=== design 1 ===
### src/rtl/led_driver_pkg.sv
`default_nettype none
// ============================================================================
// Module      : led_driver_pkg
// Description : Shared types, constants and register-map helpers for the
//               LED driver register bank and its auto-increment pointer.
// Revision    : 1.0 - parametrised register bank with auto-increment
// ============================================================================
package led_driver_pkg;

    // MODE register layout: auto-increment field, sleep flag, sub-address bits
    typedef struct packed {
        logic [2:0] ai;
        logic       sleep;
        logic [3:0] sub;
    } reg_mode_t;

    // Per-channel output selection held in the LEDOUT bytes
    typedef enum logic [1:0] {
        LED_OFF     = 2'b00,
        LED_ON      = 2'b01,
        LED_PWM     = 2'b10,
        LED_PWM_GRP = 2'b11
    } led_out_enum_t;

    // Auto-increment modes; any value with bit 2 clear disables increment
    typedef enum logic [2:0] {
        AI_OFF     = 3'b000,
        AI_ALL     = 3'b100,
        AI_PWM     = 3'b101,
        AI_GRP     = 3'b110,
        AI_PWM_GRP = 3'b111
    } ai_mode_enum_t;

    // Sleep set, auto-increment off
    localparam logic [7:0] MODE_RESET = 8'h10;

    // Four LEDs share one LEDOUT byte
    function automatic int ledout_regs(input int n);
        return (n + 3) / 4;
    endfunction

    function automatic int reg_count(input int n);
        return n + 3 + ledout_regs(n);
    endfunction

    function automatic int grppwm_addr(input int n);
        return n + 1;
    endfunction

    function automatic int grpfreq_addr(input int n);
        return n + 2;
    endfunction

    function automatic int ledout_base(input int n);
        return n + 3;
    endfunction

endpackage
`default_nettype wire

### src/rtl/led_ai_ptr.sv
`default_nettype none
// ============================================================================
// Module      : led_ai_ptr
// Description : Combinational next-address function for the register-bank
//               auto-increment pointer.
// Revision    : 1.0 - initial release
// ============================================================================
module led_ai_ptr
    import led_driver_pkg::*;
#(
    parameter int NUM_LEDS  = 4,
    parameter int ADDR_BITS = 3
)(
    input  logic [ADDR_BITS-1:0] cur_addr,
    input  logic [2:0]           ai,
    output logic [ADDR_BITS-1:0] next_addr
);

    localparam int NUM_REGS = reg_count(NUM_LEDS);
    localparam int GRP_LO   = grppwm_addr(NUM_LEDS);
    localparam int GRP_HI   = grpfreq_addr(NUM_LEDS);

    int a;

    // Select the successor address for the active auto-increment ring
    always_comb begin
        a         = int'(cur_addr);
        next_addr = cur_addr;
        case (ai)
            AI_ALL:     next_addr = (a >= NUM_REGS - 1) ? '0 : ADDR_BITS'(a + 1);
            AI_PWM:     next_addr = (a >= 1 && a < NUM_LEDS) ? ADDR_BITS'(a + 1)
                                                             : ADDR_BITS'(1);
            AI_GRP:     next_addr = (a == GRP_LO) ? ADDR_BITS'(GRP_HI)
                                                  : ADDR_BITS'(GRP_LO);
            AI_PWM_GRP: next_addr = (a >= 1 && a < GRP_HI) ? ADDR_BITS'(a + 1)
                                                           : ADDR_BITS'(1);
            default:    next_addr = cur_addr;
        endcase
    end

endmodule
`default_nettype wire

### src/rtl/led_reg_bank.sv
`default_nettype none
// ============================================================================
// Module      : led_reg_bank
// Description : Parametrised LED driver register bank (MODE, PWM, GRPPWM,
//               GRPFREQ, LEDOUT) with an auto-increment address pointer.
// Revision    : 1.0 - initial release
// ============================================================================
module led_reg_bank
    import led_driver_pkg::*;
#(
    parameter  int NUM_LEDS    = 4,
    parameter  int DATA_BITS   = 8,
    localparam int LEDOUT_REGS = ledout_regs(NUM_LEDS),
    localparam int NUM_REGS    = NUM_LEDS + 3 + LEDOUT_REGS,
    localparam int ADDR_BITS   = (NUM_REGS > 2) ? $clog2(NUM_REGS) : 1
)(
    input  logic                          clk,
    input  logic                          reset,
    input  logic                          addr_load,
    input  logic [ADDR_BITS-1:0]          addr,
    input  logic                          w_en,
    input  logic                          r_en,
    input  logic [DATA_BITS-1:0]          wdata,
    output logic [DATA_BITS-1:0]          rdata,
    output logic                          rvalid,
    output logic [ADDR_BITS-1:0]          ptr,
    output logic [DATA_BITS-1:0]          mode_o,
    output logic [NUM_LEDS*DATA_BITS-1:0] pwm_o,
    output logic [DATA_BITS-1:0]          grppwm_o,
    output logic [DATA_BITS-1:0]          grpfreq_o,
    output logic [2*NUM_LEDS-1:0]         ledout_o
);

    localparam int GRPPWM_ADDR  = grppwm_addr(NUM_LEDS);
    localparam int GRPFREQ_ADDR = grpfreq_addr(NUM_LEDS);
    localparam int LEDOUT_BASE  = ledout_base(NUM_LEDS);

    logic [DATA_BITS-1:0] mode_reg;
    logic [DATA_BITS-1:0] grppwm_reg;
    logic [DATA_BITS-1:0] grpfreq_reg;
    logic [DATA_BITS-1:0] pwm_reg    [NUM_LEDS];
    logic [1:0]           ledout_reg [NUM_LEDS];
    logic [ADDR_BITS-1:0] ptr_reg;
    logic [ADDR_BITS-1:0] eff_addr;
    logic [ADDR_BITS-1:0] next_ptr;
    logic [DATA_BITS-1:0] read_val;
    logic                 strobe;
    logic                 do_read;
    int                   ea;

    assign eff_addr = addr_load ? addr : ptr_reg;
    assign strobe   = w_en | r_en;
    assign do_read  = r_en & ~w_en;

    // AI field comes from the stored MODE, so a MODE write takes effect next cycle
    led_ai_ptr #(
        .NUM_LEDS  (NUM_LEDS),
        .ADDR_BITS (ADDR_BITS)
    ) u_ai_ptr (
        .cur_addr  (eff_addr),
        .ai        (mode_reg[7:5]),
        .next_addr (next_ptr)
    );

    // Read decode; unmapped addresses and unused LEDOUT bits read as zero
    always_comb begin
        ea       = int'(eff_addr);
        read_val = '0;
        if (ea == 0)            read_val = mode_reg;
        if (ea == GRPPWM_ADDR)  read_val = grppwm_reg;
        if (ea == GRPFREQ_ADDR) read_val = grpfreq_reg;
        for (int i = 0; i < NUM_LEDS; i++) begin
            if (ea == i + 1) read_val = pwm_reg[i];
        end
        for (int i = 0; i < NUM_LEDS; i++) begin
            if (ea == LEDOUT_BASE + i / 4) read_val[2*(i%4) +: 2] = ledout_reg[i];
        end
    end

    // Register storage and write decode; out-of-range writes match nothing
    always_ff @(posedge clk or posedge reset) begin
        if (reset) begin
            mode_reg    <= DATA_BITS'(MODE_RESET);
            grppwm_reg  <= '0;
            grpfreq_reg <= '0;
            for (int i = 0; i < NUM_LEDS; i++) begin
                pwm_reg[i]    <= '0;
                ledout_reg[i] <= 2'b00;
            end
        end else if (w_en) begin
            if (ea == 0)            mode_reg    <= wdata;
            if (ea == GRPPWM_ADDR)  grppwm_reg  <= wdata;
            if (ea == GRPFREQ_ADDR) grpfreq_reg <= wdata;
            for (int i = 0; i < NUM_LEDS; i++) begin
                if (ea == i + 1) pwm_reg[i] <= wdata;
                if (ea == LEDOUT_BASE + i / 4) ledout_reg[i] <= wdata[2*(i%4) +: 2];
            end
        end
    end

    // Pointer: any strobe advances from the effective address, a bare load just loads
    always_ff @(posedge clk or posedge reset) begin
        if (reset) begin
            ptr_reg <= '0;
        end else if (strobe) begin
            ptr_reg <= next_ptr;
        end else if (addr_load) begin
            ptr_reg <= addr;
        end
    end

    // Registered read port; a simultaneous write suppresses the read
    always_ff @(posedge clk or posedge reset) begin
        if (reset) begin
            rdata  <= '0;
            rvalid <= 1'b0;
        end else begin
            rvalid <= do_read;
            if (do_read) rdata <= read_val;
        end
    end

    assign ptr       = ptr_reg;
    assign mode_o    = mode_reg;
    assign grppwm_o  = grppwm_reg;
    assign grpfreq_o = grpfreq_reg;

    generate
        for (genvar g = 0; g < NUM_LEDS; g++) begin : g_chan
            assign pwm_o[g*DATA_BITS +: DATA_BITS] = pwm_reg[g];
            assign ledout_o[2*g +: 2]              = ledout_reg[g];
        end
    endgenerate

endmodule
`default_nettype wire
### config.mk
export PLATFORM = sky130hd
export DESIGN_NAME = led_reg_bank
export DESIGN_NICKNAME = d
export VERILOG_FILES = /design/src/rtl/led_driver_pkg.sv /design/src/rtl/led_ai_ptr.sv /design/src/rtl/led_reg_bank.sv
export SDC_FILE = /design/constraint.sdc
export NUM_CORES = 1
export LEC_CHECK = 0
export ABC_AREA = 1
export CAP_MARGIN = 10
export CORE_ASPECT_RATIO = 2
export CORE_MARGIN = 4
export CORE_UTILIZATION = 40
export CTS_CLUSTER_SIZE = 28
export DETAILED_ROUTE_END_ITERATION = 8
export DONT_BUFFER_PORTS = 1
export PLACE_DENSITY_LB_ADDON = 0.05
export SYNTH_ARGS = -nofsm -noshare
export SYNTH_HDL_FRONTEND = slang
export SYNTH_SLANG_ARGS = --single-unit
### constraint.sdc
create_clock -name clk -period 6.1 [get_ports clk]
set_input_delay 1.22 -clock clk [delete_from_list [all_inputs] [get_ports clk]]
set_output_delay 1.22 -clock clk [all_outputs]
set_load 0.1 [all_outputs]
=== design 2 ===
**config.mk**
```make
export PLATFORM = sky130hd
export DESIGN_NAME = nios_system_sysid_arbiter
export DESIGN_NICKNAME = d
export VERILOG_FILES = /design/src/rtl/nios_system_sysid_arb_pkg.sv /design/src/rtl/nios_system_sysid_rr_pick.sv /design/src/rtl/nios_system_sysid_arbiter.sv
export SDC_FILE = /design/constraint.sdc
export NUM_CORES = 1
export LEC_CHECK = 0
export ABC_CLOCK_PERIOD_IN_PS = 2000
export CAP_MARGIN = 20
export CORE_AREA = 2 2 82 84
export DETAILED_ROUTE_END_ITERATION = 16
export DIE_AREA = 0 0 84 86
export HOLD_SLACK_MARGIN = 0.06
export PLACE_DENSITY = 0.77
export RECOVER_POWER = 100
export SLEW_MARGIN = 20
export SYNTH_ARGS = -nofsm -noshare
export SYNTH_HDL_FRONTEND = slang
export SYNTH_HIERARCHICAL = 1
export SYNTH_SLANG_ARGS = --single-unit
```
**constraint.sdc**
```tcl
create_clock -name clock -period 2 [get_ports clock]
set_clock_uncertainty 0.2 [all_clocks]
set_input_delay 0.2 -clock clock [delete_from_list [all_inputs] [get_ports clock]]
set_output_delay 0.2 -clock clock [all_outputs]
set_load 0.02 [all_outputs]
```
**src/rtl/nios_system_sysid_arb_pkg.sv**
```systemverilog
// nios_system_sysid_arb_pkg: state encoding, sysid word addresses and index-width helper for the sysid arbiter
package nios_system_sysid_arb_pkg;
    typedef enum logic [2:0] {IDLE, RESP, CHK_ID, CHK_TS, CHK_END} state_t;
    localparam logic SYSID_ADDR_ID = 1'b0;
    localparam logic SYSID_ADDR_TS = 1'b1;
    function automatic int clog2(input int n);
        int r = 0;
        for (int i = 0; i < 31; i++) if ((1 << i) < n) r = i + 1;
        return r;
    endfunction
endpackage

```
**src/rtl/nios_system_sysid_rr_pick.sv**
```systemverilog
// nios_system_sysid_rr_pick: combinational round-robin picker; ports req (request vector), ptr (last winner), winner (first requester after ptr, wrapping), any_req
module nios_system_sysid_rr_pick #(
    parameter int N = 2,
    parameter int W = 1
) (
    input  logic [N-1:0] req,
    input  logic [W-1:0] ptr,
    output logic [W-1:0] winner,
    output logic         any_req
);
    logic [W-1:0] idx;
    // Scan from farthest to nearest so the requester closest after ptr is the last write and wins.
    always_comb begin
        idx = '0;
        winner = ptr;
        for (int k = N; k >= 1; k--) begin
            idx = W'((int'(ptr) + k) % N);
            if (req[idx]) winner = idx;
        end
    end
    assign any_req = |req;
endmodule

```
**src/rtl/nios_system_sysid_arbiter.sv**
```systemverilog
// nios_system_sysid_arbiter: round-robin sharing of the sysid slave between NUM_MASTERS read masters; optional power-up ID/timestamp self-check under SYSID_CHECK_EN
// Ports: clock, reset_n (sync active-low); m_read/m_address/m_waitrequest/m_readdata/m_readdatavalid per master;
// s_address/s_readdata to the sysid slave; check_done/id_mismatch self-check status (tied 1/0 without SYSID_CHECK_EN).
module nios_system_sysid_arbiter
    import nios_system_sysid_arb_pkg::*;
#(
    parameter int                NUM_MASTERS = 2,
    parameter int                DATA_W      = 32,
    parameter logic [DATA_W-1:0] EXPECTED_ID = '0,
    parameter logic [DATA_W-1:0] EXPECTED_TS = DATA_W'(32'h63D74B10)
) (
    input  logic                          clock,
    input  logic                          reset_n,
    input  logic [NUM_MASTERS-1:0]        m_read,
    input  logic [NUM_MASTERS-1:0]        m_address,
    output logic [NUM_MASTERS-1:0]        m_waitrequest,
    output logic [NUM_MASTERS*DATA_W-1:0] m_readdata,
    output logic [NUM_MASTERS-1:0]        m_readdatavalid,
    output logic                          s_address,
    input  logic [DATA_W-1:0]             s_readdata,
    output logic                          check_done,
    output logic                          id_mismatch
);
    localparam int GW = clog2(NUM_MASTERS);
`ifdef SYSID_CHECK_EN
    localparam state_t START = CHK_ID;
`else
    localparam state_t START = IDLE;
`endif
    state_t state, state_nxt;
    logic [GW-1:0] ptr, grant, winner;
    logic any_req;

    nios_system_sysid_rr_pick #(.N(NUM_MASTERS), .W(GW)) u_pick (
        .req    (m_read),
        .ptr    (ptr),
        .winner (winner),
        .any_req(any_req)
    );

    always_comb begin
        state_nxt = state;
        m_waitrequest = '1;
        case (state)
            IDLE: begin
                state_nxt = any_req ? RESP : IDLE;
                if (any_req && reset_n) m_waitrequest[winner] = 1'b0;
            end
            RESP:    state_nxt = IDLE;
            CHK_ID:  state_nxt = CHK_TS;
            CHK_TS:  state_nxt = CHK_END;
            default: state_nxt = IDLE;
        endcase
    end

    always_ff @(posedge clock) begin
        if (!reset_n) begin
            state <= START;
            ptr <= GW'(NUM_MASTERS - 1);
            grant <= '0;
            s_address <= SYSID_ADDR_ID;
            m_readdata <= '0;
            m_readdatavalid <= '0;
        end else begin
            state <= state_nxt;
            m_readdatavalid <= '0;
            if (state == CHK_ID) s_address <= SYSID_ADDR_TS;
            if (state == IDLE && any_req) begin
                s_address <= m_address[winner];
                grant <= winner;
                ptr <= winner;
            end
            if (state == RESP) begin
                m_readdata[int'(grant)*DATA_W +: DATA_W] <= s_readdata;
                m_readdatavalid[grant] <= 1'b1;
            end
        end
    end

`ifdef SYSID_CHECK_EN
    // Each word is compared while its address is presented; the verdict is published on entry to IDLE.
    logic id_bad, ts_bad;
    always_ff @(posedge clock) begin
        if (!reset_n) begin
            id_bad <= 1'b0;
            ts_bad <= 1'b0;
            check_done <= 1'b0;
            id_mismatch <= 1'b0;
        end else begin
            if (state == CHK_ID) id_bad <= s_readdata != EXPECTED_ID;
            if (state == CHK_TS) ts_bad <= s_readdata != EXPECTED_TS;
            if (state == CHK_END) begin
                check_done <= 1'b1;
                id_mismatch <= id_bad | ts_bad;
            end
        end
    end
`else
    assign check_done = 1'b1;
    assign id_mismatch = 1'b0;
`endif
endmodule

```
=== design 3 ===
[src/rtl/octspi_host.sv]
// octspi_host: octal-SPI SDR initiator; bus clock is clk/2; frame = cmd,size,addr[23:0] header then data.
// Optional OSPI_HOST_WR_TIMEOUT_EN: abort a write frame starved of data for WR_TIMEOUT clk.
module octspi_host #(
  parameter int DMY_LEN    = 2,
  parameter int RD_LAT     = 1,
  parameter int NCS_GAP    = 4,
  parameter int WR_TIMEOUT = 255
) (
  input  logic        clk,
  input  logic        reset_n,
  input  logic        cmd_valid,
  output logic        cmd_ready,
  input  logic        cmd_write,
  input  logic [7:0]  cmd_size,
  input  logic [23:0] cmd_addr,
  input  logic        wr_valid,
  output logic        wr_ready,
  input  logic [7:0]  wr_data,
  output logic        rd_valid,
  output logic [7:0]  rd_data,
  output logic        busy,
  output logic        err,
  output logic        ospi_ncs,
  output logic        ospi_sclk,
  output logic [7:0]  ospi_dq_o,
  output logic        ospi_dq_oe,
  input  logic [7:0]  ospi_dq_i
);

  typedef enum logic [2:0] {IDLE, HDR, DUMMY, DATA, TAIL, GAP} state_t;

  localparam logic [7:0] DWAIT_LAST = 8'(DMY_LEN + RD_LAT - 1);
  localparam logic [7:0] GAP_LAST   = 8'(NCS_GAP - 1);

  state_t      state, state_n;
  logic        phase, phase_n;  // 0 = phase L (sclk low), 1 = phase H
  logic        armed;           // holds cmd_ready low for the first clk out of reset
  logic [7:0]  idx, idx_n;
  logic [7:0]  dq_q, dq_n, hdr_next, size_q, rd_data_n;
  logic        wr_q, rd_valid_n, accept;
  logic [23:0] addr_q;

`ifdef OSPI_HOST_WR_TIMEOUT_EN
  localparam logic [7:0] TMO_LAST = 8'(WR_TIMEOUT - 1);
  logic [7:0] tmo_q, tmo_n;
  logic       err_q, err_n;
  assign err = err_q;
`else
  assign err = 1'b0;
`endif

  assign cmd_ready  = armed && (state == IDLE);
  assign accept     = cmd_valid && cmd_ready;
  assign busy       = (state != IDLE);
  assign ospi_ncs   = !(state inside {HDR, DUMMY, DATA, TAIL});
  assign ospi_sclk  = phase;
  assign ospi_dq_oe = (state == HDR) || (state == DATA && wr_q);

  always_comb begin
    case (idx)
      8'd0:    hdr_next = size_q;
      8'd1:    hdr_next = addr_q[23:16];
      8'd2:    hdr_next = addr_q[15:8];
      default: hdr_next = addr_q[7:0];
    endcase
  end

  always_comb begin
    state_n    = state;
    phase_n    = phase;
    idx_n      = idx;
    dq_n       = dq_q;
    rd_valid_n = 1'b0;
    rd_data_n  = rd_data;
    wr_ready   = 1'b0;
    ospi_dq_o  = dq_q;
`ifdef OSPI_HOST_WR_TIMEOUT_EN
    tmo_n      = tmo_q;
    err_n      = 1'b0;
`endif
    case (state)
      IDLE: begin
        if (accept) begin
          state_n = HDR;
          phase_n = 1'b0;
          idx_n   = 8'd0;
          dq_n    = cmd_write ? 8'hA0 : 8'h20;
`ifdef OSPI_HOST_WR_TIMEOUT_EN
          tmo_n   = 8'd0;
`endif
        end
      end
      HDR: begin
        phase_n = ~phase;
        if (phase) begin
          if (idx == 8'd4) begin
            idx_n = 8'd0;
            dq_n  = 8'd0;
            if (!wr_q)              state_n = DUMMY;
            else if (size_q != 8'd0) state_n = DATA;
            else                     state_n = TAIL;
          end else begin
            idx_n = idx + 8'd1;
            dq_n  = hdr_next;
          end
        end
      end
      DUMMY: begin
        phase_n = ~phase;
        if (phase) begin
          if (idx == DWAIT_LAST) begin
            idx_n   = 8'd0;
            state_n = (size_q != 8'd0) ? DATA : TAIL;
          end else begin
            idx_n = idx + 8'd1;
          end
        end
      end
      DATA: begin
        if (phase) begin
          phase_n = 1'b0;
          if (idx == size_q - 8'd1) begin
            idx_n   = 8'd0;
            dq_n    = 8'd0;
            state_n = TAIL;
          end else begin
            idx_n = idx + 8'd1;
          end
        end else if (!wr_q) begin
          // this edge raises sclk: capture the target's byte now
          rd_valid_n = 1'b1;
          rd_data_n  = ospi_dq_i;
          phase_n    = 1'b1;
        end else if (wr_valid) begin
          wr_ready  = 1'b1;
          ospi_dq_o = wr_data;
          dq_n      = wr_data;
          phase_n   = 1'b1;
`ifdef OSPI_HOST_WR_TIMEOUT_EN
          tmo_n     = 8'd0;
`endif
        end else begin
          // starved: sclk stays low, stretching the bus cycle
`ifdef OSPI_HOST_WR_TIMEOUT_EN
          if (tmo_q == TMO_LAST) begin
            err_n   = 1'b1;
            state_n = GAP;
            idx_n   = 8'd0;
            dq_n    = 8'd0;
          end else begin
            tmo_n = tmo_q + 8'd1;
          end
`endif
        end
      end
      TAIL: begin
        phase_n = ~phase;
        if (phase) begin
          state_n = GAP;
          idx_n   = 8'd0;
        end
      end
      GAP: begin
        if (idx == GAP_LAST) begin
          state_n = IDLE;
          idx_n   = 8'd0;
        end else begin
          idx_n = idx + 8'd1;
        end
      end
      default: state_n = IDLE;
    endcase
  end

  always_ff @(posedge clk) begin
    if (!reset_n) begin
      state    <= IDLE;
      phase    <= 1'b0;
      armed    <= 1'b0;
      idx      <= 8'd0;
      dq_q     <= 8'd0;
      wr_q     <= 1'b0;
      size_q   <= 8'd0;
      addr_q   <= 24'd0;
      rd_valid <= 1'b0;
      rd_data  <= 8'd0;
    end else begin
      state    <= state_n;
      phase    <= phase_n;
      armed    <= 1'b1;
      idx      <= idx_n;
      dq_q     <= dq_n;
      rd_valid <= rd_valid_n;
      rd_data  <= rd_data_n;
      if (accept) begin
        wr_q   <= cmd_write;
        size_q <= cmd_size;
        addr_q <= cmd_addr;
      end
    end
  end

`ifdef OSPI_HOST_WR_TIMEOUT_EN
  always_ff @(posedge clk) begin
    if (!reset_n) begin
      tmo_q <= 8'd0;
      err_q <= 1'b0;
    end else begin
      tmo_q <= tmo_n;
      err_q <= err_n;
    end
  end
`endif

endmodule

[config.mk]
export PLATFORM = sky130hd
export DESIGN_NAME = octspi_host
export DESIGN_NICKNAME = d
export VERILOG_FILES = /design/src/rtl/octspi_host.sv
export SDC_FILE = /design/constraint.sdc
export NUM_CORES = 1
export LEC_CHECK = 0
export CAP_MARGIN = 20
export CORE_MARGIN = 10
export CORE_UTILIZATION = 45
export DETAILED_ROUTE_END_ITERATION = 10
export PLACE_DENSITY = 0.73
export SKIP_CTS_REPAIR_TIMING = 1
export SYNTH_ARGS = -nofsm -noshare
export SYNTH_HDL_FRONTEND = slang
export SYNTH_SLANG_ARGS = --single-unit
[constraint.sdc]
create_clock -name clk -period 3.9 [get_ports clk]
set_clock_uncertainty 0.15 [all_clocks]
set_input_delay 0.39 -clock clk [delete_from_list [all_inputs] [get_ports clk]]
set_output_delay 0.39 -clock clk [all_outputs]
set_load 0.005 [all_outputs]
=== design 4 ===
File: src/rtl/mem_port_arbiter_if.sv
// Bus bundle between the IF/MEM requesters, the arbiter and the single-port memory.
// The slave modport is the arbiter's view; master is the requester/memory side.
interface mem_port_arbiter_if #(
    parameter int ADDR_W = 32,
    parameter int DATA_W = 32
);
    logic              if_req;
    logic [ADDR_W-1:0] if_addr;
    logic              if_gnt;
    logic              if_rvalid;
    logic [DATA_W-1:0] if_rdata;
    logic              d_req;
    logic              d_we;
    logic [ADDR_W-1:0] d_addr;
    logic [DATA_W-1:0] d_wdata;
    logic              d_gnt;
    logic              d_rvalid;
    logic [DATA_W-1:0] d_rdata;
    logic [ADDR_W-1:0] mem_addr;
    logic              mem_we;
    logic [DATA_W-1:0] mem_wdata;
    logic [DATA_W-1:0] mem_rdata;
    logic              stall_if;
    logic              stall_mem;

    modport slave (
        input  if_req, if_addr, d_req, d_we, d_addr, d_wdata, mem_rdata,
        output if_gnt, if_rvalid, if_rdata, d_gnt, d_rvalid, d_rdata,
               mem_addr, mem_we, mem_wdata, stall_if, stall_mem
    );

    modport master (
        output if_req, if_addr, d_req, d_we, d_addr, d_wdata, mem_rdata,
        input  if_gnt, if_rvalid, if_rdata, d_gnt, d_rvalid, d_rdata,
               mem_addr, mem_we, mem_wdata, stall_if, stall_mem
    );
endinterface

File: src/rtl/mem_port_arbiter.sv
// Single-port memory arbiter for IF and MEM stages: data-priority grant, 1-cycle read return.
// Define ARB_FAIRNESS_EN to add the fetch starvation guard (MAX_DATA_STREAK).
module mem_port_arbiter #(
    parameter int ADDR_W          = 32,
    parameter int DATA_W          = 32,
    parameter int MAX_DATA_STREAK = 4
) (
    input  logic                 clk,
    input  logic                 rst,
    mem_port_arbiter_if.slave    bus
);

    typedef enum logic [1:0] {IDLE, RESP_IF, RESP_D} state_e;

    state_e state_q, state_d;
    logic   if_gnt, d_gnt, fair_fire;

    if (MAX_DATA_STREAK < 1 || MAX_DATA_STREAK > 15) begin : g_bad_streak
        $error("MAX_DATA_STREAK must be in 1..15");
    end

`ifdef ARB_FAIRNESS_EN
    localparam logic [3:0] STREAK_MAX = 4'(MAX_DATA_STREAK);

    logic [3:0] streak_q, streak_d;

    // Counts data grants that fetch sat through; a waiting fetch wins once it saturates.
    assign fair_fire = bus.if_req & bus.d_req & (streak_q == STREAK_MAX);

    always_comb begin
        streak_d = streak_q;
        if (!bus.if_req || if_gnt)
            streak_d = '0;
        else if (d_gnt && streak_q != STREAK_MAX)
            streak_d = streak_q + 4'd1;
    end

    always_ff @(posedge clk or negedge rst) begin
        if (!rst) streak_q <= '0;
        else      streak_q <= streak_d;
    end
`else
    assign fair_fire = 1'b0;
`endif

    // Grants are gated by rst so nothing reaches the memory while reset is held.
    always_comb begin
        d_gnt  = rst & bus.d_req & ~fair_fire;
        if_gnt = rst & bus.if_req & ~d_gnt;
    end

    assign bus.d_gnt     = d_gnt;
    assign bus.if_gnt    = if_gnt;
    assign bus.stall_if  = rst & bus.if_req & ~if_gnt;
    assign bus.stall_mem = rst & bus.d_req & ~d_gnt;
    assign bus.mem_we    = d_gnt & bus.d_we;
    assign bus.mem_addr  = d_gnt ? bus.d_addr : (if_gnt ? bus.if_addr : '0);
    assign bus.mem_wdata = d_gnt ? bus.d_wdata : '0;

    always_comb begin
        state_d = IDLE;
        if (if_gnt)
            state_d = RESP_IF;
        else if (d_gnt && !bus.d_we)
            state_d = RESP_D;
    end

    always_ff @(posedge clk or negedge rst) begin
        if (!rst) state_q <= IDLE;
        else      state_q <= state_d;
    end

    always_comb begin
        bus.if_rvalid = 1'b0;
        bus.if_rdata  = '0;
        bus.d_rvalid  = 1'b0;
        bus.d_rdata   = '0;
        case (state_q)
            RESP_IF: begin
                bus.if_rvalid = 1'b1;
                bus.if_rdata  = bus.mem_rdata;
            end
            RESP_D: begin
                bus.d_rvalid = 1'b1;
                bus.d_rdata  = bus.mem_rdata;
            end
            default: ;
        endcase
    end

endmodule

File: src/flat_wrapper.sv
// flat-port wrapper written by rule: the top's interface ports become plain ports
module mem_port_arbiter_flat 
#(
    parameter int ADDR_W          = 32,
    parameter int DATA_W          = 32,
    parameter int MAX_DATA_STREAK = 4
)
  (clk, rst, bus_if_req, bus_if_addr, bus_d_req, bus_d_we, bus_d_addr, bus_d_wdata, bus_mem_rdata, bus_if_gnt, bus_if_rvalid, bus_if_rdata, bus_d_gnt, bus_d_rvalid, bus_d_rdata, bus_mem_addr, bus_mem_we, bus_mem_wdata, bus_stall_if, bus_stall_mem);
  mem_port_arbiter_if #(.ADDR_W(ADDR_W), .DATA_W(DATA_W)) bus_i ();
  input  logic clk;
  input  logic rst;
  input wire logic [$bits(bus_i.if_req)-1:0] bus_if_req;
  input wire logic [$bits(bus_i.if_addr)-1:0] bus_if_addr;
  input wire logic [$bits(bus_i.d_req)-1:0] bus_d_req;
  input wire logic [$bits(bus_i.d_we)-1:0] bus_d_we;
  input wire logic [$bits(bus_i.d_addr)-1:0] bus_d_addr;
  input wire logic [$bits(bus_i.d_wdata)-1:0] bus_d_wdata;
  input wire logic [$bits(bus_i.mem_rdata)-1:0] bus_mem_rdata;
  output wire logic [$bits(bus_i.if_gnt)-1:0] bus_if_gnt;
  output wire logic [$bits(bus_i.if_rvalid)-1:0] bus_if_rvalid;
  output wire logic [$bits(bus_i.if_rdata)-1:0] bus_if_rdata;
  output wire logic [$bits(bus_i.d_gnt)-1:0] bus_d_gnt;
  output wire logic [$bits(bus_i.d_rvalid)-1:0] bus_d_rvalid;
  output wire logic [$bits(bus_i.d_rdata)-1:0] bus_d_rdata;
  output wire logic [$bits(bus_i.mem_addr)-1:0] bus_mem_addr;
  output wire logic [$bits(bus_i.mem_we)-1:0] bus_mem_we;
  output wire logic [$bits(bus_i.mem_wdata)-1:0] bus_mem_wdata;
  output wire logic [$bits(bus_i.stall_if)-1:0] bus_stall_if;
  output wire logic [$bits(bus_i.stall_mem)-1:0] bus_stall_mem;
  assign bus_i.if_req = bus_if_req;
  assign bus_i.if_addr = bus_if_addr;
  assign bus_i.d_req = bus_d_req;
  assign bus_i.d_we = bus_d_we;
  assign bus_i.d_addr = bus_d_addr;
  assign bus_i.d_wdata = bus_d_wdata;
  assign bus_i.mem_rdata = bus_mem_rdata;
  assign bus_if_gnt = bus_i.if_gnt;
  assign bus_if_rvalid = bus_i.if_rvalid;
  assign bus_if_rdata = bus_i.if_rdata;
  assign bus_d_gnt = bus_i.d_gnt;
  assign bus_d_rvalid = bus_i.d_rvalid;
  assign bus_d_rdata = bus_i.d_rdata;
  assign bus_mem_addr = bus_i.mem_addr;
  assign bus_mem_we = bus_i.mem_we;
  assign bus_mem_wdata = bus_i.mem_wdata;
  assign bus_stall_if = bus_i.stall_if;
  assign bus_stall_mem = bus_i.stall_mem;
  mem_port_arbiter #(.ADDR_W(ADDR_W), .DATA_W(DATA_W), .MAX_DATA_STREAK(MAX_DATA_STREAK)) u_core (.clk(clk), .rst(rst), .bus(bus_i));
endmodule
File: config.mk
export PLATFORM = sky130hd
export DESIGN_NAME = mem_port_arbiter_flat
export DESIGN_NICKNAME = d
export VERILOG_FILES = /design/src/rtl/mem_port_arbiter_if.sv /design/src/rtl/mem_port_arbiter.sv /design/src/flat_wrapper.sv
export SDC_FILE = /design/constraint.sdc
export NUM_CORES = 1
export LEC_CHECK = 0
export CELL_PAD_IN_SITES_DETAIL_PLACEMENT = 1
export CELL_PAD_IN_SITES_GLOBAL_PLACEMENT = 1
export CORE_MARGIN = 1
export CORE_UTILIZATION = 10
export DETAILED_ROUTE_END_ITERATION = 16
export GPL_TIMING_DRIVEN = 0
export HOLD_SLACK_MARGIN = 0.05
export PLACE_DENSITY = 0.91
export SYNTH_ARGS = -nofsm -noshare
export SYNTH_HDL_FRONTEND = slang
export SYNTH_SLANG_ARGS = --single-unit
export TNS_END_PERCENT = 20
File: constraint.sdc
create_clock -name clk -period 1.2 [get_ports clk]
set_input_delay 0.36 -clock clk [delete_from_list [all_inputs] [get_ports clk]]
set_output_delay 0.36 -clock clk [all_outputs]
set_load 0.03 [all_outputs]
Design 2, clock nets:
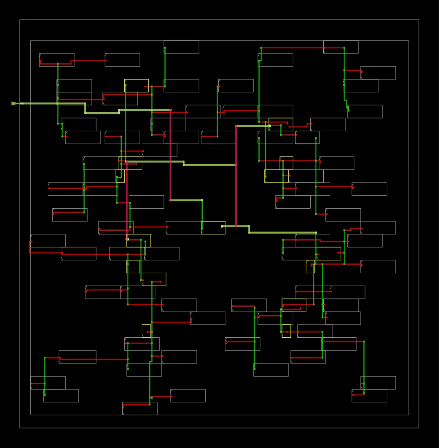
clock latency on the worst-skew pair: 0.33 ns

==> deck_impl_summary.md, design 2 <==
Synthesis and Place & Route Summary

Synthesis
  • Cell variety after synth: 26
  • Syn Nets: 323
  • Top-area cell share: 55.2%
  • Ys async rst share: 0%
  • Synth Seq Share: between 50% and 60%
  • Complex Gates by Area: roughly 16%
  • Avg Cell Area, Syn: 9.16 sq um
  • Post-synth EDFFs: 0

Layout
  • Antenna diodes: 0
  • Seq/total area: 38.2%
  • # fillers: just under 600

Min path
  • Worst Hold Launch: s_readdata[3]
  • Worst Hold End: m_readdata[3]

Setup path
  • Worst setup SP type: primary input
  • Nature of the critical path endpoint: output pin
  • Reg2reg path depth: 4

Die
  • Cell Rows: 29

Status
  • Status: completed

Routing
  • Vias per cell: approximately 5

Clock tree
  • Clock Root Buffer: clkbuf_8
  • Clk sinks: 72

Global route
  • Most Crowded Layer GR: met2
==> design 2: cells by family after synthesis <==
logic type	count (synthesis)
other	2
AND-OR/OR-AND	67
AND/OR/NAND/NOR	113
flip-flops	72
multiplexers	3
buffers and inverters	28
==> design 2: state kept, by name, summed over array words and instances, names as in the netlist <==
register         flops
state                3
grant                1
s_address            1
m_readdata          64
ptr                  1
m_readdatavalid      2
==> design 2: critical path: stages <==
cell and delay, ns:
clkdlybuf4s50_1 0.48, or2_1 0.12, nor4b_4 0.25, nand3b_1 0.11, dlygate4sd2_1 0.33
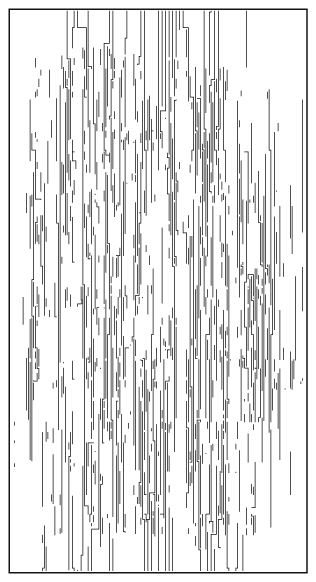
Design 1: signal wires on met2
The layer holds 55% of the routed length. 390 nets have wire on it. The wires run mostly vertical.
routed vias: 3174
GR Layer Usage met2: 40.6%
drt total wl: 12.2 mm

==> deck_impl_summary.md, design 1 <==
Synthesis and Place & Route Summary

Synthesis
  • Post-Synthesis Cells: roughly 510
  • Post-synth EDFFs: 0
  • Synth top cell by count: nand2_1

Status
  • Status: completed

Layout
  • Finished layout cell area: 4220 sq um
  • Area delta synth->final: 9.12%

Setup path
  • Critical path's largest stage delay: 0.95 ns
  • Levels on crit path: 15

Global route
  • Vias in the first global route: 3360
  • First-pass GRT wire length: 19.1 mm

Job
  • Log Warnings: 30

Final timing
  • Post-route minimum period: 3.15 ns

Placed design
  • Worst slack at placement: 2.65 ns
  • Port bufs: 0
  • HPWL after DPL: 8.74 mm

Clock tree
  • Clock Root Buffer: clkbuf_16
  • Clk sinks: about 76

Min path
  • WHS Path Cells: 2
[design 1: layer usage]
metal,vias to the layer above,global-route usage (%),wire [microns],part of all wire [%]
li1,1582,-,-,-
met1,1477,23.5,4330,36
met2,92,40.6,6630,55
met3,23,6.69,787,6.5
met4,0,11.1,405,3.3
met5,-,0,0,0
[design 1: final cells by class]
cell class	count	area, sq um
Tap cell	104	130
Sequential cell	76	1900
Inverter	66	258
Multi-Input combinational cell	346	1610
Timing Repair Buffer	3	22.5
Clock inverter	5	52.6
Fill cell	1007	5160
Clock buffer	11	243
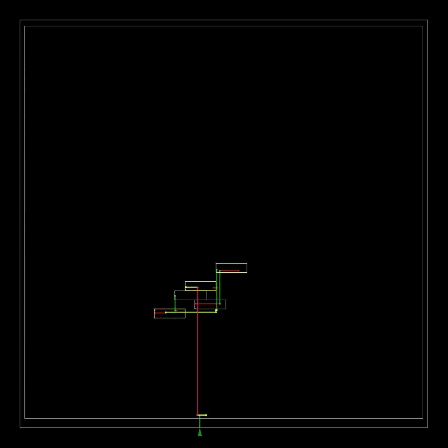
Design 4: clock nets
Num CTS Buffers: 3
clk sinks: 2
FFs & Latches: 2
clkbuf count: 3

==> deck_impl_summary.md, design 4 <==
Synthesis and Place & Route Summary

Status
  • Status: finished with violations
  • Failing checks: negative setup slack

Layout
  • Antenna diodes: 0
  • Regs by FF count: u_core.state_q (2)
  • Final core utilization: 46.7%
  • Comb gates: 202
  • Commonest Layout Cell: buf_6
  • Combinational share of cell area: between 30% and 40%
  • Clk tree area frac: 1.16%
  • Fin nets: 666
  • # fillers: 1443
  • Most frequent cells in the layout: buf_6, clkdlybuf4s50_1, and2_4

Clock tree
  • Post-cts repair resize count: between 1000 and 1500
  • # hold bufs at CTS: 0

Routing
  • Routed len/inst: 19.8 microns
  • Vias per cell: approximately 4.2

Final timing
  • Final setup fails: 134
  • RSZ-0062 raised after global routing: true
  • Final hold vios: 0
  • Worst setup slack after layout: -0.513 ns

Job
  • Max Cap Viol: 0
  • Log Warnings: 29

Synthesis
  • Yosys stat area: 1430 sq um
  • Synth Seq Share: under 10%
  • Commonest cells in the netlist: and2_1, and3_1, nand2b_1, nand3_1, o21ai_1

Global route
  • Largest net degree at the start of global routing: 11

Die
  • Width of the die: roughly 120 microns
  • Tapcells: 180
  • Cell Rows: 43
  • DIE HEIGHT: ~120 microns

Setup path
  • Crit path DAT: approximately 1.4 ns
  • Max stage delay cell, worst path: dfrtp_1

Placed design
  • Worst slack at placement: -1.68 ns
-- design 4: metal layers --
metal  part of all wire, %  global-route usage [%]
met1                    35                    18.0
met2                    56                    36.9
met3                   7.5                    4.09
met4                   1.2                    4.40
met5                     0                       0
Design 3, signal wires on met2:
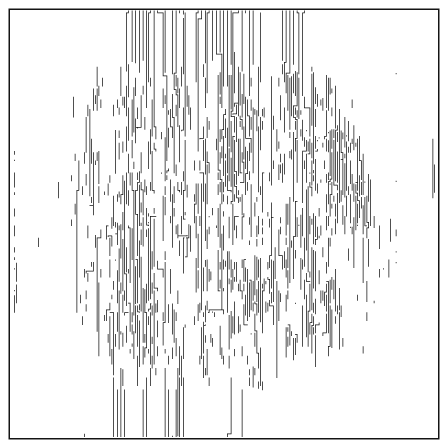
The longest straight run is 33.1 microns. 473 nets have wire on it. The layer carries 4740 microns of wire. The wires run mostly vertical.
GR Layer Usage met2: 27.9%
routed vias: 3482
drt total wl: 9.70 mm

Design 3, sizing map:
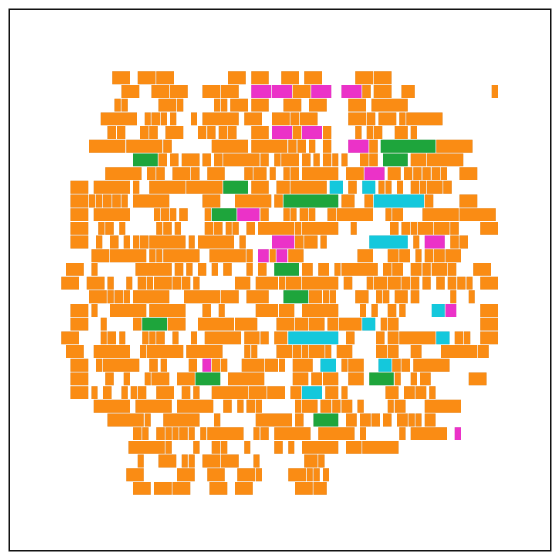
Orange marks drive 1 or less, cells 481, share 93%. Green marks drive 6 and up, cells 12, share 2.3%. Magenta marks drive 2, cells 16, share 3.1%. Cyan marks drive 3 to 4, cells 11, share 2.1%.
finished layout cell area: 4430 sq um
area delta synth->final: 29.2%
worst setup slack after layout: 0.289 ns
bufs w/o clock: 80

==> deck_impl_summary.md, design 3 <==
Synthesis and Place & Route Summary

Status
  • Status: completed

Setup path
  • Nature of the critical path endpoint: output pin
  • Crit path from: state[0]
  • Worst Path Max Fanout: 19
  • CP required: 3.36 ns

Synthesis
  • Syn Nets: ~510
  • Commonest cells in the netlist: nand2_1, dfxtp_1, a21oi_1
  • MUX area fraction: 2.92%
  • Adder share: 2.19%
  • Top-area cell share: 36.8%
  • Yosys stat area: 3430 sq um
  • Logic family by area: AND-OR/OR-AND gates
  • Yosys warning total: 0
  • Yosys Instances: ~460
  • Post-synthesis cell area: between 3000 and 4000 sq um
  • Ys async rst share: 0%
  • Xor/xnor share: under 10%

Global route
  • Total GRT Usage: 17.0%
  • Initial antenna violation count: 0

Final timing
  • Fin crit share: between 90 and 100%
  • Worst Tran Pin Value: 1.07 ns
  • Final setup fails: 0

Min path
  • WHS Path Cells: 2
  • Worst Hold Launch: addr_q[6]

Layout
  • Comb gates: 344
  • Buffering overhead: ~18%
  • Commonest Layout Cell: nand2_1
  • Most frequent cells in the layout: nand2_1, clkdlybuf4s50_1, dfxtp_1

Clock tree
  • CTS H-tree lvls: 3

Die
  • Tapcells: between 90 and 100
  • Core area: between 7000 and 8000 sq um
  • Width of the die: 107 microns

Placed design
  • HPWL after DPL: around 7 mm

Routing
  • Initial drt markers: 198
design 3: worst max-delay path: stages (launching register included):
cell and delay [ns]:
dfxtp_1 0.64, inv_1 0.15, nor2_1 0.18, nand3_1 0.10, buf_4 0.23, nor2_1 0.54, mux2_2 0.42, clkdlybuf4s50_1 0.46
design 3: registers in the layout, indices dropped and copies added, names as in the netlist:
signal	flops
addr_q	24
ospi_sclk	1
size_q	8
wr_q	1
rd_data	8
idx	8
state	3
rd_valid	1
dq_q	8
armed	1

==> notes/layouts.md <==
Pictures saved along the way, in no particular order.

Cells coloured by class.
Scale bar: 20 microns. Fill, decap, tap and diode cells in grey.
picture 1
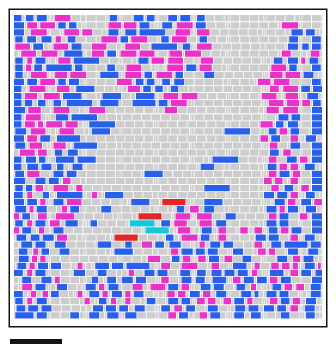
picture 2
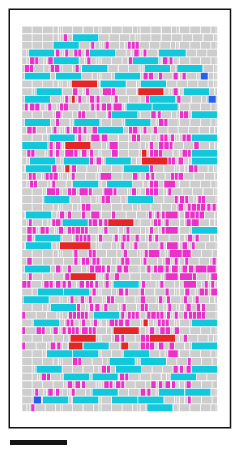
picture 3
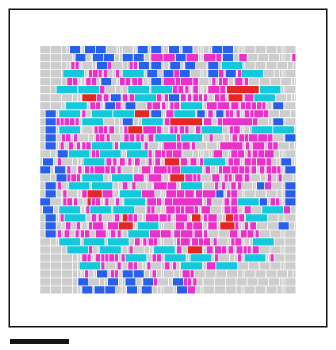
picture 4
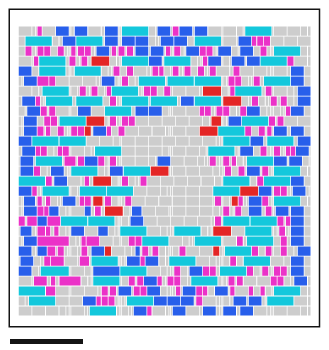
picture 3 -> design 3
picture 2 -> design 1
picture 4 -> design 2
picture 1 -> design 4
The one with the fewest sequential cells is picture 1.
The one with the fewest cells is picture 4.

Key to picture 1:
Blue marks other buffers and delay cells, cells 324. Cyan marks flip-flops, cells 2. Magenta marks all other logic, cells 202. Red marks cells driving clock nets, cells 3.


=== design 5 ===
Design 5, cells coloured by class:
Scale bar: 20 microns. Fill, decap, tap and diode cells in grey.
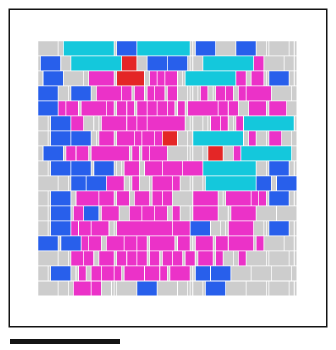
Design 5, signal wires on met2:
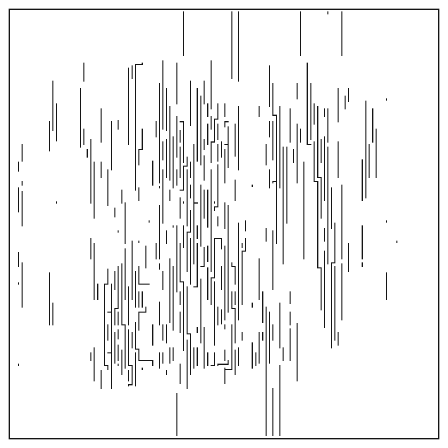
<file path="src/rtl/phase_seq_if.sv">
// Opcode encodings shared by the sequencer and its datapath, plus the bundle
// of control/status signals between them.
package phase_seq_pkg;
    typedef enum logic [6:0] {
        OP_LUI    = 7'b0110111,
        OP_AUIPC  = 7'b0010111,
        OP_JAL    = 7'b1101111,
        OP_JALR   = 7'b1100111,
        OP_BRANCH = 7'b1100011,
        OP_LOAD   = 7'b0000011,
        OP_STORE  = 7'b0100011,
        OP_IMM    = 7'b0010011,
        OP_OP     = 7'b0110011,
        OP_FENCE  = 7'b0001111,
        OP_SYS    = 7'b1110011
    } opcode_t;
endpackage

interface phase_seq_if #(
    parameter int BW = 1
);
    phase_seq_pkg::opcode_t opcode;
    phase_seq_pkg::opcode_t next_opcode;
    logic          branch_taken;
    logic          forward_taken;
    logic          shift_busy;
    logic          mem_ready;
    logic          resume;
    logic [1:0]    phase;
    logic [BW-1:0] beat;
    logic          first_beat;
    logic          last_beat;
    logic          boot;
    logic          halted;
    logic          stall;
    logic          rf_wren;
    logic          mem_rden;
    logic          mem_wren;
    logic          trap;

    // master is the sequencer, slave is the datapath/decoder side
    modport master (
        input  opcode, next_opcode, branch_taken, forward_taken,
               shift_busy, mem_ready, resume,
        output phase, beat, first_beat, last_beat, boot, halted, stall,
               rf_wren, mem_rden, mem_wren, trap
    );
    modport slave (
        output opcode, next_opcode, branch_taken, forward_taken,
               shift_busy, mem_ready, resume,
        input  phase, beat, first_beat, last_beat, boot, halted, stall,
               rf_wren, mem_rden, mem_wren, trap
    );
endinterface

</file>
<file path="src/rtl/phase_seq.sv">
// Phase/beat sequencer for the bit-sliced multi-cycle RV32 core: walks each
// instruction through phases 0-3, one SLICE-wide beat per cycle.
module phase_seq
    import phase_seq_pkg::*;
#(
    parameter int XLEN         = 32,
    parameter int SLICE        = 1,
    parameter bit HALT_ON_TRAP = 1'b1
) (
    input  logic        clk,
    input  logic        rst_n,
    phase_seq_if.master bus
);
    localparam int            BEATS = XLEN / SLICE;
    localparam int            BW    = (BEATS > 1) ? $clog2(BEATS) : 1;
    localparam logic [BW-1:0] LAST  = BW'(BEATS - 1);

    typedef enum logic [1:0] {S_BOOT, S_RUN, S_HALT} state_t;

    state_t        state_q, state_d;
    logic [1:0]    phase_q, phase_d;
    logic [BW-1:0] beat_q, beat_d;
    logic          firstBeat_q, firstBeat_d;

    logic       isBoot, isRun, isHalt, lastBeat;
    logic       succEnd, succHalt, succRepeat, finalPhase;
    logic [1:0] succPhase, endPhase;
    logic       rfWren, memRden, memWren, memWait, complete;

    function automatic logic [1:0] fcPhase(opcode_t op);
        case (op)
            OP_IMM, OP_AUIPC:          fcPhase = 2'd2;
            OP_OP, OP_LOAD, OP_STORE:  fcPhase = 2'd1;
            default:                   fcPhase = 2'd0;
        endcase
    endfunction

    assign isBoot   = (state_q == S_BOOT);
    assign isRun    = (state_q == S_RUN);
    assign isHalt   = (state_q == S_HALT);
    assign lastBeat = (beat_q == LAST);
    assign endPhase = bus.forward_taken ? fcPhase(bus.next_opcode) : 2'd0;

    always_comb begin
        succPhase  = 2'd2;
        succEnd    = 1'b0;
        succHalt   = 1'b0;
        succRepeat = 1'b0;
        case (phase_q)
            2'd0: begin
                case (bus.opcode)
                    OP_OP, OP_LOAD, OP_STORE, OP_BRANCH, OP_JALR: succPhase = 2'd1;
                    OP_SYS:  succHalt = HALT_ON_TRAP;
                    default: succPhase = 2'd2;
                endcase
            end
            2'd1: succPhase = (bus.opcode == OP_STORE) ? 2'd3 : 2'd2;
            2'd2: begin
                if (bus.opcode == OP_LOAD) begin
                    succPhase = 2'd3;
                end else if (bus.opcode == OP_BRANCH && bus.branch_taken) begin
                    succPhase = 2'd3;
                end else if ((bus.opcode == OP_OP || bus.opcode == OP_IMM) && bus.shift_busy) begin
                    succRepeat = 1'b1;
                end else begin
                    succEnd = 1'b1;
                end
            end
            default: succEnd = 1'b1;
        endcase
    end

    always_comb begin
        case (bus.opcode)
            OP_STORE, OP_BRANCH, OP_FENCE: rfWren = 1'b0;
            OP_JAL, OP_AUIPC, OP_SYS:      rfWren = (phase_q == 2'd0);
            OP_LOAD:                       rfWren = (phase_q == 2'd3);
            default:                       rfWren = (phase_q == 2'd2);
        endcase
    end

    // Enables are gated by rst_n so they drop the instant reset asserts.
    assign finalPhase = isRun && succEnd;
    assign memRden    = rst_n && (isBoot || finalPhase ||
                        (isRun && bus.opcode == OP_LOAD && phase_q == 2'd2));
    assign memWren    = rst_n && isRun && bus.opcode == OP_STORE && phase_q == 2'd1;
    assign memWait    = (memRden || memWren) && !bus.mem_ready;
    assign complete   = !isHalt && lastBeat && !memWait;

    always_comb begin
        state_d     = state_q;
        phase_d     = phase_q;
        beat_d      = beat_q;
        firstBeat_d = 1'b0;
        if (!complete && !isHalt && !lastBeat) begin
            beat_d = beat_q + BW'(1);
        end
        case (state_q)
            S_BOOT: begin
                if (complete) begin
                    state_d     = S_RUN;
                    phase_d     = 2'd0;
                    beat_d      = '0;
                    firstBeat_d = 1'b1;
                end
            end
            S_RUN: begin
                if (complete) begin
                    beat_d = '0;
                    if (succHalt) begin
                        state_d = S_HALT;
                        phase_d = 2'd0;
                    end else if (succRepeat) begin
                        phase_d = 2'd2;
                    end else begin
                        phase_d     = succEnd ? endPhase : succPhase;
                        firstBeat_d = 1'b1;
                    end
                end
            end
            S_HALT: begin
                if (bus.resume) begin
                    state_d     = S_RUN;
                    phase_d     = 2'd2;
                    beat_d      = '0;
                    firstBeat_d = 1'b1;
                end
            end
            default: state_d = S_BOOT;
        endcase
    end

    always_ff @(posedge clk or negedge rst_n) begin
        if (!rst_n) begin
            state_q     <= S_BOOT;
            phase_q     <= 2'd1;
            beat_q      <= '0;
            firstBeat_q <= 1'b1;
        end else begin
            state_q     <= state_d;
            phase_q     <= phase_d;
            beat_q      <= beat_d;
            firstBeat_q <= firstBeat_d;
        end
    end

    assign bus.phase      = isHalt ? 2'd0 : phase_q;
    assign bus.beat       = beat_q;
    assign bus.first_beat = firstBeat_q;
    assign bus.last_beat  = lastBeat;
    assign bus.boot       = isBoot;
    assign bus.halted     = isHalt;
    assign bus.stall      = !isHalt && lastBeat && memWait;
    assign bus.rf_wren    = rst_n && isRun && rfWren;
    assign bus.mem_rden   = memRden;
    assign bus.mem_wren   = memWren;
    assign bus.trap       = rst_n && isRun && bus.opcode == OP_SYS && phase_q == 2'd0;
endmodule

</file>
<file path="src/flat_wrapper.sv">
// flat-port wrapper written by rule: the top's interface ports become plain ports
module phase_seq_flat import phase_seq_pkg::*;
#(
    parameter int XLEN         = 32,
    parameter int SLICE        = 1,
    parameter bit HALT_ON_TRAP = 1'b1
)
  (clk, rst_n, bus_opcode, bus_next_opcode, bus_branch_taken, bus_forward_taken, bus_shift_busy, bus_mem_ready, bus_resume, bus_phase, bus_beat, bus_first_beat, bus_last_beat, bus_boot, bus_halted, bus_stall, bus_rf_wren, bus_mem_rden, bus_mem_wren, bus_trap);
  phase_seq_if #(.BW((2))) bus_i ();
  input  logic clk;
  input  logic rst_n;
  input wire logic [$bits(bus_i.opcode)-1:0] bus_opcode;
  input wire logic [$bits(bus_i.next_opcode)-1:0] bus_next_opcode;
  input wire logic [$bits(bus_i.branch_taken)-1:0] bus_branch_taken;
  input wire logic [$bits(bus_i.forward_taken)-1:0] bus_forward_taken;
  input wire logic [$bits(bus_i.shift_busy)-1:0] bus_shift_busy;
  input wire logic [$bits(bus_i.mem_ready)-1:0] bus_mem_ready;
  input wire logic [$bits(bus_i.resume)-1:0] bus_resume;
  output wire logic [$bits(bus_i.phase)-1:0] bus_phase;
  output wire logic [$bits(bus_i.beat)-1:0] bus_beat;
  output wire logic [$bits(bus_i.first_beat)-1:0] bus_first_beat;
  output wire logic [$bits(bus_i.last_beat)-1:0] bus_last_beat;
  output wire logic [$bits(bus_i.boot)-1:0] bus_boot;
  output wire logic [$bits(bus_i.halted)-1:0] bus_halted;
  output wire logic [$bits(bus_i.stall)-1:0] bus_stall;
  output wire logic [$bits(bus_i.rf_wren)-1:0] bus_rf_wren;
  output wire logic [$bits(bus_i.mem_rden)-1:0] bus_mem_rden;
  output wire logic [$bits(bus_i.mem_wren)-1:0] bus_mem_wren;
  output wire logic [$bits(bus_i.trap)-1:0] bus_trap;
  assign bus_i.opcode = bus_opcode;
  assign bus_i.next_opcode = bus_next_opcode;
  assign bus_i.branch_taken = bus_branch_taken;
  assign bus_i.forward_taken = bus_forward_taken;
  assign bus_i.shift_busy = bus_shift_busy;
  assign bus_i.mem_ready = bus_mem_ready;
  assign bus_i.resume = bus_resume;
  assign bus_phase = bus_i.phase;
  assign bus_beat = bus_i.beat;
  assign bus_first_beat = bus_i.first_beat;
  assign bus_last_beat = bus_i.last_beat;
  assign bus_boot = bus_i.boot;
  assign bus_halted = bus_i.halted;
  assign bus_stall = bus_i.stall;
  assign bus_rf_wren = bus_i.rf_wren;
  assign bus_mem_rden = bus_i.mem_rden;
  assign bus_mem_wren = bus_i.mem_wren;
  assign bus_trap = bus_i.trap;
  phase_seq #(.XLEN(XLEN), .SLICE(SLICE), .HALT_ON_TRAP(HALT_ON_TRAP)) u_core (.clk(clk), .rst_n(rst_n), .bus(bus_i));
endmodule
</file>
<file path="config.mk">
export PLATFORM = sky130hd
export DESIGN_NAME = phase_seq_flat
export DESIGN_NICKNAME = d
export VERILOG_FILES = /design/src/rtl/phase_seq_if.sv /design/src/rtl/phase_seq.sv /design/src/flat_wrapper.sv
export SDC_FILE = /design/constraint.sdc
export NUM_CORES = 1
export LEC_CHECK = 0
export CAP_MARGIN = 20
export CORE_MARGIN = 5
export CORE_UTILIZATION = 51
export CTS_CLUSTER_SIZE = 10
export DETAILED_ROUTE_END_ITERATION = 7
export GPL_TIMING_DRIVEN = 1
export PLACE_DENSITY_LB_ADDON = 0.25
export SKIP_LAST_GASP = 1
export SLEW_MARGIN = 10
export SYNTH_ARGS = -nofsm -noshare
export SYNTH_HDL_FRONTEND = slang
export SYNTH_SLANG_ARGS = --single-unit
</file>
<file path="constraint.sdc">
create_clock -name clk -period 5.8 [get_ports clk]
set_input_delay 1.74 -clock clk [delete_from_list [all_inputs] [get_ports clk]]
set_output_delay 1.74 -clock clk [all_outputs]
set_load 0.01 [all_outputs]
</file>
==> deck_impl_summary.md <==
Synthesis and Place & Route Summary

Status
  • Status: completed

Final timing
  • Sum Neg Setup Slack: 0 ns
  • RSZ-0062 raised after global routing: false
  • Peak Freq: 177 MHz
  • Clk_skew: 0.00162 ns
  • Slew headroom: 67.0%

Layout
  • Largest Register: u_core.beat_q
  • Regs by FF count: u_core.beat_q (5), u_core.phase_q (2), u_core.state_q (2)
  • Comb gates: 112
  • Bufs w/o clock: 37

Setup path
  • CP Class: primary input to output pin
  • CP cell instances: clkdlybuf4s50_1, nand4bb_4, a211o_1, o31a_1, o21bai_4, nor2_1, clkdlybuf4s50_1
  • Crit path DAT: 3.92 ns
  • Critical path's largest stage delay: around 0.54 ns
  • Worst setup SP type: primary input
  • Reg2reg setup slack: 3.04 ns

Routing
  • Post-DRT Antenna Nets: 0
  • Drt total wl: 2.87 mm
  • Metal3 WL: approximately 280 microns
  • Routed vias: about 1200

Global route
  • Met1 global-route usage: between 20% and 30%
  • GR Layer Usage met2: 29.4%
  • Largest net degree at the start of global routing: 13

Placed design
  • Port bufs: 33
  • Worst slack at placement: 0.168 ns

Clock tree
  • Setup bufs post-CTS: 0
  • Post-cts repair resize count: 0
  • Clock Root Buffer: clkbuf_4

Synthesis
  • Commonest cells in the netlist: nor2_1, a21oi_1, ha_1
  • Synth Seq Share: 22.2%

Min path
  • Worst Hold Launch: u_core.beat_q[3]

Die
  • DIE HEIGHT: 57.3 microns

Power
  • Max IR drop VDD: 0.000210 V
About 'cells coloured by class' of design 5:
Cyan marks flip-flops, cells 10. Red marks clock drivers and dummy loads, cells 4. Blue marks other buffers and delay cells, cells 37. Magenta marks all other logic, cells 122.
Cell Rows: 17
Seq/total area: 16.6%
final core utilization: 70.1%
finished layout cell area: 1520 sq um
core area: 2170 sq um

About 'signal wires on met2' of design 5:
The layer carries 1270 microns of wire. The layer holds 44% of the routed length.

[power breakdown]
group          switching [mW]  internal, mW
Sequential             0.0256         0.100
Combinational           0.151         0.149
Clock                  0.0243        0.0381
[logic make-up after synthesis]
| logic type | after synthesis | synth area share [%] |
|---|---|---|
| simple gates | 51 | 26.3 |
| flops | 10 | 22.2 |
| compound gates | 43 | 25.5 |
| xor+xnor | 3 | 2.31 |
| fa+ha+maj | 11 | 12.1 |
| mux | 4 | 3.95 |
| buf+inv | 19 | 7.68 |


==> gallery <==
Selected gate families.
Plate I
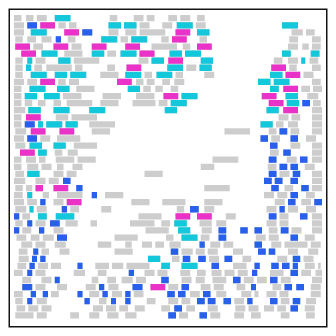
Plate II
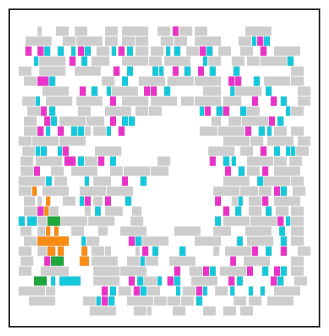
Plate III
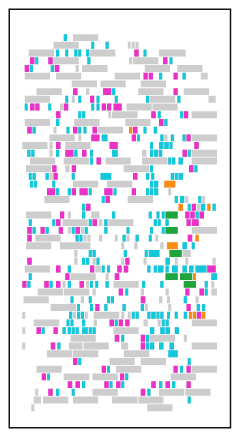
Plate IV
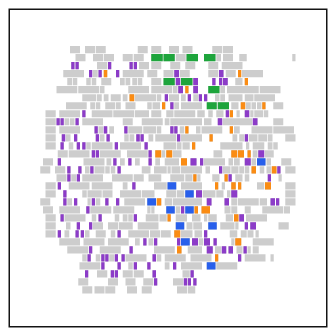
Plate V
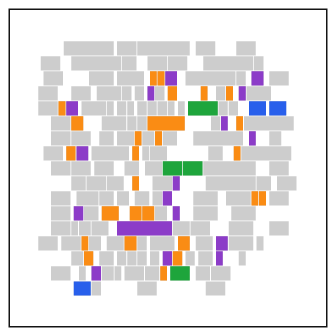
For design 4, see Plate I.
For design 2, see Plate II.
For design 1, see Plate III.
For design 3, see Plate IV.
For design 5, see Plate V.
Of these, fewest cells: Plate V

Key to Plate I:
Cyan marks NAND gates, cells 65. Blue marks AND and OR gates, cells 102. Magenta marks inverting AOI/OAI gates, cells 32.

Power figures rest on the tool's default switching activity, not on a simulated workload.
